######## setpoint_editor ########
### The metal 4 layer, setpoint_editor

The bar under the picture is 20 um long.
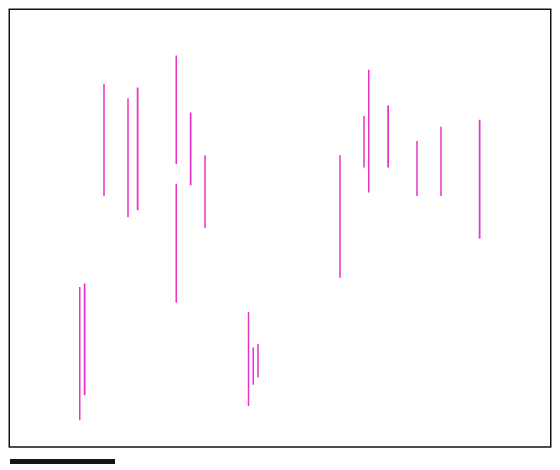

### config.mk
export PLATFORM = sky130hd
export DESIGN_NAME = setpoint_editor
export DESIGN_NICKNAME = d
export VERILOG_FILES = /design/src/rtl/greenhouse_pkg.sv /design/src/rtl/setpoint_step.sv /design/src/rtl/setpoint_editor.sv
export SDC_FILE = /design/constraint.sdc
export NUM_CORES = 1
export LEC_CHECK = 0
export CORE_ASPECT_RATIO = 0.8
export CORE_MARGIN = 2
export CORE_UTILIZATION = 60
export DETAILED_ROUTE_END_ITERATION = 8
export PLACE_DENSITY = 0.81
export RECOVER_POWER = 50
export SYNTH_ARGS = -nofsm -noshare
export SYNTH_HDL_FRONTEND = slang
export SYNTH_SLANG_ARGS = --single-unit
### constraint.sdc
create_clock -name clk -period 3.5 [get_ports clk]
set_input_delay 0.7 -clock clk [delete_from_list [all_inputs] [get_ports clk]]
set_output_delay 0.7 -clock clk [all_outputs]
set_load 0.02 [all_outputs]
### src/rtl/greenhouse_pkg.sv
// Shared types for the greenhouse setpoint editor: FSM state encoding and
// the edit_field codes presented to the display logic.
package greenhouse_pkg;

    typedef enum logic [1:0] {
        IDLE      = 2'd0,
        EDIT_TEMP = 2'd1,
        EDIT_HUM  = 2'd2
    } state_e;

    localparam logic [1:0] FIELD_NONE = 2'd0;
    localparam logic [1:0] FIELD_TEMP = 2'd1;
    localparam logic [1:0] FIELD_HUM  = 2'd2;

endpackage

### src/rtl/setpoint_step.sv
// Combinational saturating +/-1 stepper. Holds the value when both or neither
// of inc/dec are set; works in 9 bits so the bound compares cannot overflow.
module setpoint_step (
    input  logic [7:0] value,
    input  logic       inc,
    input  logic       dec,
    input  logic [7:0] min,
    input  logic [7:0] max,
    output logic [7:0] next
);

    logic [8:0] value_w;
    logic [8:0] next_w;

    always_comb begin
        value_w = {1'b0, value};
        next_w  = value_w;
        if (inc && !dec) begin
            next_w = (value_w >= {1'b0, max}) ? {1'b0, max} : value_w + 9'd1;
        end else if (dec && !inc) begin
            next_w = (value_w <= {1'b0, min}) ? {1'b0, min} : value_w - 9'd1;
        end
        next = next_w[7:0];
    end

endmodule

### src/rtl/setpoint_editor.sv
// Three-button temperature/humidity setpoint editor with staged edits and an
// idle timeout. Define SETPOINT_AUTOCOMMIT_EN to commit (not discard) on timeout.
module setpoint_editor
    import greenhouse_pkg::*;
#(
    parameter logic [7:0]  TEMP_MIN     = 8'd10,
    parameter logic [7:0]  TEMP_MAX     = 8'd40,
    parameter logic [7:0]  TEMP_DEFAULT = 8'd24,
    parameter logic [7:0]  HUM_MIN      = 8'd20,
    parameter logic [7:0]  HUM_MAX      = 8'd90,
    parameter logic [7:0]  HUM_DEFAULT  = 8'd60,
    parameter logic [31:0] TIMEOUT      = 32'd500_000_000
) (
    input  logic       clk,
    input  logic       rst_n,
    input  logic       mode_click,
    input  logic       up_click,
    input  logic       down_click,
    output logic [7:0] temp_setpoint,
    output logic [7:0] hum_setpoint,
    output logic [7:0] edit_value,
    output logic [1:0] edit_field,
    output logic       update_strobe
);

    state_e      state_q, state_d;
    logic [7:0]  work_temp_q, work_temp_d;
    logic [7:0]  work_hum_q, work_hum_d;
    logic [7:0]  temp_q, temp_d;
    logic [7:0]  hum_q, hum_d;
    logic        strobe_q, strobe_d;
    logic [31:0] cnt_q, cnt_d;
    logic [7:0]  value_q, value_d;
    logic [1:0]  field_q, field_d;

    logic       any_click;
    logic       commit;
    logic [7:0] temp_step, hum_step;

    assign any_click = mode_click | up_click | down_click;

    // mode wins over a coincident up/down, so the steppers are gated by it
    setpoint_step u_temp_step (
        .value (work_temp_q),
        .inc   (up_click   & ~mode_click & (state_q == EDIT_TEMP)),
        .dec   (down_click & ~mode_click & (state_q == EDIT_TEMP)),
        .min   (TEMP_MIN),
        .max   (TEMP_MAX),
        .next  (temp_step)
    );

    setpoint_step u_hum_step (
        .value (work_hum_q),
        .inc   (up_click   & ~mode_click & (state_q == EDIT_HUM)),
        .dec   (down_click & ~mode_click & (state_q == EDIT_HUM)),
        .min   (HUM_MIN),
        .max   (HUM_MAX),
        .next  (hum_step)
    );

    always_comb begin
        // NOTE: every variable gets a default first so no path leaves one unassigned (no latches).
        state_d     = state_q;
        work_temp_d = work_temp_q;
        work_hum_d  = work_hum_q;
        temp_d      = temp_q;
        hum_d       = hum_q;
        strobe_d    = 1'b0;
        cnt_d       = cnt_q;
        commit      = 1'b0;

        case (state_q)
            IDLE: begin
                cnt_d = '0;
                if (mode_click) begin
                    work_temp_d = temp_q;
                    work_hum_d  = hum_q;
                    state_d     = EDIT_TEMP;
                end
            end
            EDIT_TEMP, EDIT_HUM: begin
                cnt_d = any_click ? '0 : cnt_q + 32'd1;
                if (mode_click) begin
                    if (state_q == EDIT_TEMP) begin
                        state_d = EDIT_HUM;
                    end else begin
                        commit  = 1'b1;
                        state_d = IDLE;
                    end
                end else if (any_click) begin
                    work_temp_d = temp_step;
                    work_hum_d  = hum_step;
                end else if (cnt_q == TIMEOUT - 32'd1) begin
                    state_d = IDLE;
                    cnt_d   = '0;
`ifdef SETPOINT_AUTOCOMMIT_EN
                    commit  = 1'b1;
`else
                    commit  = 1'b0;
`endif
                end
            end
            default: state_d = IDLE;
        endcase

        if (commit) begin
            temp_d   = work_temp_q;
            hum_d    = work_hum_q;
            strobe_d = 1'b1;
        end

        // display outputs are registered from the next state so they track clicks with one edge of latency
        case (state_d)
            EDIT_TEMP: begin field_d = FIELD_TEMP; value_d = work_temp_d; end
            EDIT_HUM:  begin field_d = FIELD_HUM;  value_d = work_hum_d;  end
            default:   begin field_d = FIELD_NONE; value_d = 8'd0;        end
        endcase
    end

    // NOTE: sequential state uses non-blocking assignments so all registers update from pre-edge values.
    always_ff @(posedge clk or negedge rst_n) begin
        if (!rst_n) begin
            state_q     <= IDLE;
            work_temp_q <= TEMP_DEFAULT;
            work_hum_q  <= HUM_DEFAULT;
            temp_q      <= TEMP_DEFAULT;
            hum_q       <= HUM_DEFAULT;
            strobe_q    <= 1'b0;
            cnt_q       <= '0;
            value_q     <= 8'd0;
            field_q     <= FIELD_NONE;
        end else begin
            state_q     <= state_d;
            work_temp_q <= work_temp_d;
            work_hum_q  <= work_hum_d;
            temp_q      <= temp_d;
            hum_q       <= hum_d;
            strobe_q    <= strobe_d;
            cnt_q       <= cnt_d;
            value_q     <= value_d;
            field_q     <= field_d;
        end
    end

    assign temp_setpoint = temp_q;
    assign hum_setpoint  = hum_q;
    assign edit_value    = value_q;
    assign edit_field    = field_q;
    assign update_strobe = strobe_q;

endmodule

######## oldland_tlb_walker ########
File: src/rtl/oldland_mmu_pkg.sv
// Shared MMU definitions: walker states, page-table entry fields and fault codes.
package oldland_mmu_pkg;

  typedef enum logic [3:0] {
    ST_IDLE    = 4'd0,
    ST_L1_REQ  = 4'd1,
    ST_L1_WAIT = 4'd2,
    ST_L2_REQ  = 4'd3,
    ST_L2_WAIT = 4'd4,
    ST_LOAD_V  = 4'd5,
    ST_LOAD_P  = 4'd6,
    ST_DONE    = 4'd7,
    ST_FAULT   = 4'd8
  } walker_state_e;

  localparam int unsigned PTE_PRESENT_BIT = 4;
  localparam int unsigned PTE_ACCESS_MSB  = 1;
  localparam int unsigned PTE_FRAME_MSB   = 31;
  localparam int unsigned PTE_FRAME_LSB   = 12;

  localparam int unsigned TMR_W = 8;

  localparam logic [1:0] FAULT_NONE    = 2'b00;
  localparam logic [1:0] FAULT_PDE     = 2'b01;
  localparam logic [1:0] FAULT_PTE     = 2'b10;
  localparam logic [1:0] FAULT_TIMEOUT = 2'b11;

endpackage

File: src/rtl/oldland_walk_timer.sv
// Bus-timeout counter: cleared at each request, counts stalled request cycles.
module oldland_walk_timer
  import oldland_mmu_pkg::*;
#(
  parameter int unsigned LIMIT = 255
) (
  input  logic i_clk,
  input  logic i_rst,
  input  logic i_clr,
  input  logic i_inc,
  output logic o_expired_c
);

  localparam int unsigned CNT_W1 = TMR_W + 1;

  logic [TMR_W-1:0]  r_cnt;
  logic [CNT_W1-1:0] w_next;

  assign w_next      = {1'b0, r_cnt} + CNT_W1'(1);
  // Expires on the stalled cycle whose increment would reach the limit.
  assign o_expired_c = i_inc && (w_next >= CNT_W1'(LIMIT));

  always_ff @(posedge i_clk or negedge i_rst) begin
    if (!i_rst) begin
      r_cnt <= '0;
    end else if (i_clr) begin
      r_cnt <= '0;
    end else if (i_inc && !w_next[TMR_W]) begin
      r_cnt <= w_next[TMR_W-1:0];
    end
  end

endmodule

File: src/rtl/oldland_tlb_walker.sv
// TLB refill engine: walks a two-level page table on a miss and loads the TLB
// with the virtual word followed by the physical word.
module oldland_tlb_walker
  import oldland_mmu_pkg::*;
#(
  parameter int unsigned TIMEOUT_CYCLES = 255
) (
  input  logic        i_clk,
  input  logic        i_rst,
  input  logic        i_miss,
  input  logic [19:0] i_miss_virt,
  input  logic [31:0] i_ptbr,
  input  logic        i_abort,
  output logic        o_mem_req,
  output logic [31:0] o_mem_addr,
  input  logic        i_mem_ack,
  input  logic [31:0] i_mem_data,
  output logic [31:0] o_load_data,
  output logic        o_load_virt,
  output logic        o_load_phys,
  output logic        o_starting_miss,
  output logic        o_busy,
  output logic        o_done,
  output logic        o_fault,
  output logic [1:0]  o_fault_code
);

  walker_state_e r_state;
  logic [19:0]   r_va;
  logic [19:0]   r_pte_frame;
  logic          r_abort_pend;
  logic          r_mem_req;
  logic [31:0]   r_mem_addr;
  logic [31:0]   r_load_data;
  logic          r_load_virt;
  logic          r_load_phys;
  logic          r_starting_miss;
  logic          r_busy;
  logic          r_done;
  logic          r_fault;
  logic [1:0]    r_fault_code;

  logic w_abort;
  logic w_present;
  logic w_is_wait;
  logic w_expired;
  logic w_tmr_clr;
  logic w_tmr_inc;
  logic w_unused_bits;

  assign w_abort   = r_abort_pend | i_abort;
  assign w_present = i_mem_data[PTE_PRESENT_BIT];
  assign w_is_wait = (r_state == ST_L1_WAIT) || (r_state == ST_L2_WAIT);
  assign w_tmr_inc = r_mem_req && !i_mem_ack;
  // Timer restarts on entry to either request state.
  assign w_tmr_clr = ((r_state == ST_IDLE) && i_miss) ||
                     ((r_state == ST_L1_WAIT) && i_mem_ack && !w_abort && w_present);
  assign w_unused_bits = ^{i_ptbr[11:0], i_mem_data[11:5], i_mem_data[3:2]};

  oldland_walk_timer #(
    .LIMIT(TIMEOUT_CYCLES)
  ) u_timer (
    .i_clk       (i_clk),
    .i_rst       (i_rst),
    .i_clr       (w_tmr_clr),
    .i_inc       (w_tmr_inc),
    .o_expired_c (w_expired)
  );

  always_ff @(posedge i_clk or negedge i_rst) begin
    if (!i_rst) begin
      r_state         <= ST_IDLE;
      r_va            <= '0;
      r_pte_frame     <= '0;
      r_abort_pend    <= 1'b0;
      r_mem_req       <= 1'b0;
      r_mem_addr      <= '0;
      r_load_data     <= '0;
      r_load_virt     <= 1'b0;
      r_load_phys     <= 1'b0;
      r_starting_miss <= 1'b0;
      r_busy          <= 1'b0;
      r_done          <= 1'b0;
      r_fault         <= 1'b0;
      r_fault_code    <= FAULT_NONE;
    end else begin
      r_starting_miss <= 1'b0;
      r_load_virt     <= 1'b0;
      r_load_phys     <= 1'b0;
      r_done          <= 1'b0;
      r_fault         <= 1'b0;
      case (r_state)
        ST_IDLE: begin
          if (i_miss) begin
            r_va            <= i_miss_virt;
            r_mem_req       <= 1'b1;
            r_mem_addr      <= {i_ptbr[31:12], i_miss_virt[19:10], 2'b00};
            r_starting_miss <= 1'b1;
            r_busy          <= 1'b1;
            r_fault_code    <= FAULT_NONE;
            r_abort_pend    <= 1'b0;
            r_state         <= ST_L1_REQ;
          end
        end
        ST_L1_REQ, ST_L1_WAIT, ST_L2_REQ, ST_L2_WAIT: begin
          if (i_abort) r_abort_pend <= 1'b1;
          if (w_is_wait && i_mem_ack) begin
            if (w_abort) begin
              r_mem_req <= 1'b0;
              r_busy    <= 1'b0;
              r_state   <= ST_IDLE;
            end else if (!w_present) begin
              r_mem_req    <= 1'b0;
              r_fault      <= 1'b1;
              r_fault_code <= (r_state == ST_L1_WAIT) ? FAULT_PDE : FAULT_PTE;
              r_state      <= ST_FAULT;
            end else if (r_state == ST_L1_WAIT) begin
              r_mem_addr <= {i_mem_data[PTE_FRAME_MSB:PTE_FRAME_LSB], r_va[9:0], 2'b00};
              r_state    <= ST_L2_REQ;
            end else begin
              r_mem_req   <= 1'b0;
              r_pte_frame <= i_mem_data[PTE_FRAME_MSB:PTE_FRAME_LSB];
              r_load_virt <= 1'b1;
              r_load_data <= {r_va, 10'b0, i_mem_data[PTE_ACCESS_MSB:0]};
              r_state     <= ST_LOAD_V;
            end
          end else if (w_expired) begin
            // A pending abort swallows the timeout fault.
            r_mem_req <= 1'b0;
            if (w_abort) begin
              r_busy  <= 1'b0;
              r_state <= ST_IDLE;
            end else begin
              r_fault      <= 1'b1;
              r_fault_code <= FAULT_TIMEOUT;
              r_state      <= ST_FAULT;
            end
          end else if (r_state == ST_L1_REQ) begin
            r_state <= ST_L1_WAIT;
          end else if (r_state == ST_L2_REQ) begin
            r_state <= ST_L2_WAIT;
          end
        end
        ST_LOAD_V: begin
          if (i_abort) begin
            r_busy  <= 1'b0;
            r_state <= ST_IDLE;
          end else begin
            r_load_phys <= 1'b1;
            r_load_data <= {r_pte_frame, 12'b0};
            r_state     <= ST_LOAD_P;
          end
        end
        ST_LOAD_P: begin
          r_done  <= 1'b1;
          r_state <= ST_DONE;
        end
        ST_DONE, ST_FAULT: begin
          r_busy  <= 1'b0;
          r_state <= ST_IDLE;
        end
        default: begin
          r_mem_req <= 1'b0;
          r_busy    <= 1'b0;
          r_state   <= ST_IDLE;
        end
      endcase
    end
  end

  assign o_mem_req       = r_mem_req;
  assign o_mem_addr      = r_mem_addr;
  assign o_load_data     = r_load_data;
  assign o_load_virt     = r_load_virt;
  assign o_load_phys     = r_load_phys;
  assign o_starting_miss = r_starting_miss;
  assign o_busy          = r_busy;
  assign o_done          = r_done;
  assign o_fault         = r_fault;
  assign o_fault_code    = r_fault_code;

endmodule

File: config.mk
export PLATFORM = sky130hd
export DESIGN_NAME = oldland_tlb_walker
export DESIGN_NICKNAME = d
export VERILOG_FILES = /design/src/rtl/oldland_mmu_pkg.sv /design/src/rtl/oldland_walk_timer.sv /design/src/rtl/oldland_tlb_walker.sv
export SDC_FILE = /design/constraint.sdc
export NUM_CORES = 1
export LEC_CHECK = 0
export ABC_CLOCK_PERIOD_IN_PS = 2000
export CAP_MARGIN = 10
export CORE_ASPECT_RATIO = 0.75
export CORE_MARGIN = 10
export CORE_UTILIZATION = 42
export CTS_CLUSTER_DIAMETER = 200
export DETAILED_ROUTE_END_ITERATION = 7
export PLACE_DENSITY = 0.76
export SYNTH_ARGS = -nofsm -noshare
export SYNTH_HDL_FRONTEND = slang
export SYNTH_SLANG_ARGS = --single-unit
File: constraint.sdc
create_clock -name i_clk -period 2 [get_ports i_clk]
set_clock_uncertainty 0.2 [all_clocks]
set_input_delay 0.2 -clock i_clk [delete_from_list [all_inputs] [get_ports i_clk]]
set_output_delay 0.2 -clock i_clk [all_outputs]
set_load 0.02 [all_outputs]
### Routed metal, one color a layer, oldland_tlb_walker

Two of the layers only.
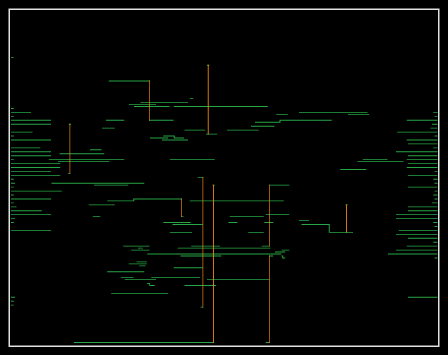
M3 -> green  # wire length 1330 um
M4 -> orange  # wire length 220 um

==> results.yml, oldland_tlb_walker <==
# flow metrics
worst_setup_path:
  r2r.worst_path.cells: 7
  critPathMaxFanout: 5
  r2r_end: "r_state[1]"
  startpoint: "u_timer.r_cnt[0]"
  cp_max_stage_cell: "sky130_fd_sc_hd__or4b_1"
global_route:
  grt.met3_usage: 0.0604
  grt_pass1_wl_um: 26400
floorplanning:
  design.die.area_um2: 17200
  taps: 162
final_layout:
  area.share.sequential: 0.366
  nonClockInverterCount: 7
  postLayoutCoreUtil: 0.660
  final_design_area_no_fill_um2: 7800
logic_synthesis:
  synth-warning-count: 0
  ys_sh_simple: 0.231
  synth_area_um2: 5160
  yosysTopAreaCell: "sky130_fd_sc_hd__dfrtp_1"
timing:
  finalSetupViolCount: 46
  max_clock_freq_mhz: 462
  post-route-worst-setup-slack_ps: -164
  final_period_minus_worst_setup_slack_ps: 2160
  fin_setup_tns_ps: -2490
drt:
  antenna_left: 0
job:
  max-cap-violations: 0
clock_network:
  tritoncts: "done"
run_status:
  run_status: "finished with violations"
  violations_in_the_final_reports: "setup timing"
pwr:
  finalPower_uw: 12700
### Routing congestion map, setpoint_editor

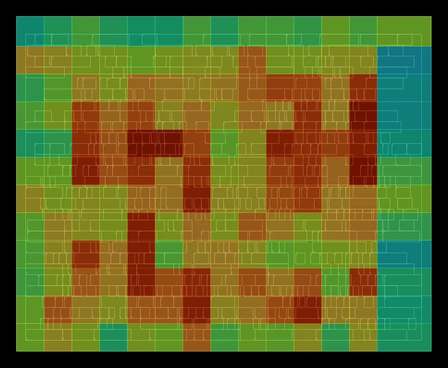
met2 track demand over resource in global routing: 0.433
fin util: 0.704
GRT Resource Usage Total: 0.314
peak-usage layer in the global routing report: met1
average detailed-routed wire length per instance: 19.2 um

## Picture notes: 'The metal 4 layer' of setpoint_editor
nets with wire on the layer = 16
longest straight run = 25.2 um
wire length on this layer = 326 um
main direction = vertical
share of all routed wire = 2.5%
vias after detailed routing: 4432
post-detailed-routing wire length: 12800 um

==> results.yml, setpoint_editor <==
# flow metrics
logic_synthesis:
  async_reset_ff_frac: 1.00
  synth_area_um2: 4720
  post_synth_mux_area_share: 0.0186
  synthCells: 535
  yosys-stat-cells: 535
final_layout:
  layout_top_cells: "sky130_fd_sc_hd__dfrtp_1, sky130_fd_sc_hd__nand2_1, sky130_fd_sc_hd__o21ai_0"
  num_antenna_cells: 0
  area.share.combinational: 0.477
  sequential_cell_area_um2: 1940
  final_design_area_no_fill_um2: 5280
  bufs_w_o_clock: 42
pwr:
  power_combinational_uw: 1720
  finalPower_uw: 3740
  power_frac_comb: 0.460
global_route:
  antenna_found_initial: 0
clock_network:
  tritoncts: "done"
  clock_tree.htree_level_count: 3
  cts_repair_resize_count: 0
  clock_latency_ps: 360
  clk_path_buf_depth: 2
timing:
  timing_max_transition_violations_final: 78
  clock-skew-final_ps: 5.21
  hold_violations: 0
  max_clock_freq_mhz: 319
  period_used_share: 0.895
job:
  max-cap-violations: 1
drt:
  detail_route.first_pass.iterations: 5
  detail_route.wirelength.met1_um: 5770
  antenna_left: 0
  dr_wl_met3_um: 1270
worst_setup_path:
  timing.critical_path.depth: 12
  timing.critical_path.to: "edit_value[1]"
  cp_max_stage_cell: "sky130_fd_sc_hd__dfrtp_1"
placed_design:
  gp_routability_congestion: 0.939
  place_hpwl_um: 9070
  place_area_um2: 5090
hold_path:
  min-delay-path-class: "register to register"
  worst_hold_startpoint: "temp_setpoint[3]"
run_status:
  run_status: "finished with violations"
  violations_in_the_final_reports: "capacitance limit, slew limit"
floorplanning:
  core.rowCount: 28

==> screenshots <==
Where the registers sit.
shot_01.png
The bar under the picture is 20 um long. Other sequential cells in the stronger gray, the rest of the logic in the fainter gray.
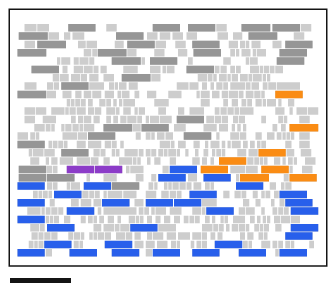
shot_02.png
The bar under the picture is 50 um long. Other sequential cells in the stronger gray, the rest of the logic in the fainter gray.
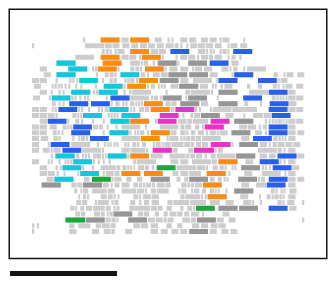
setpoint_editor -> shot_01.png
oldland_tlb_walker -> shot_02.png

Key to shot_02.png:
`u_timer.r_cnt` -> magenta  # sequential cells 8, where center
`r_state` -> green  # sequential cells 4
`o_load_data` -> orange  # sequential cells 22
`o_mem_addr` -> blue  # sequential cells 30
`r_va` -> cyan  # sequential cells 20
not colored = 30



==> screenshots <==
Logic cells by family.
picture 1
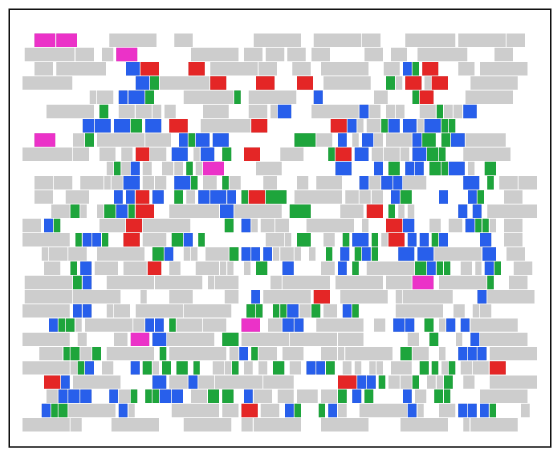
picture 2
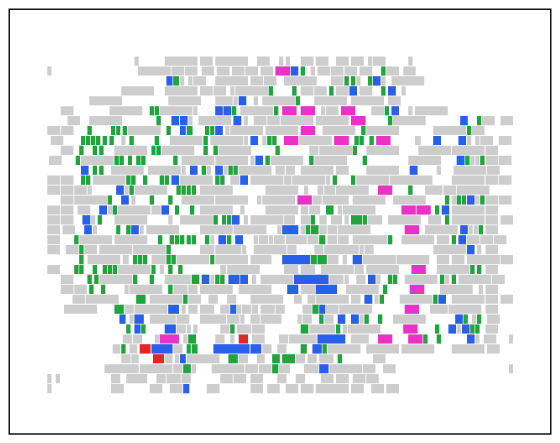
| picture | from |
|---|---|
| picture 1 | setpoint_editor |
| picture 2 | oldland_tlb_walker |

Key to picture 2:
non-inverting ao/oa cells -> red  # cells 3
nand cells -> green  # cells 193, most used nand2_1
mux cells -> magenta  # cells 21, most used mux2_2
aoi and oai cells -> blue  # cells 74, most used a31oi_1

Power is estimated from default activity; no workload was simulated.
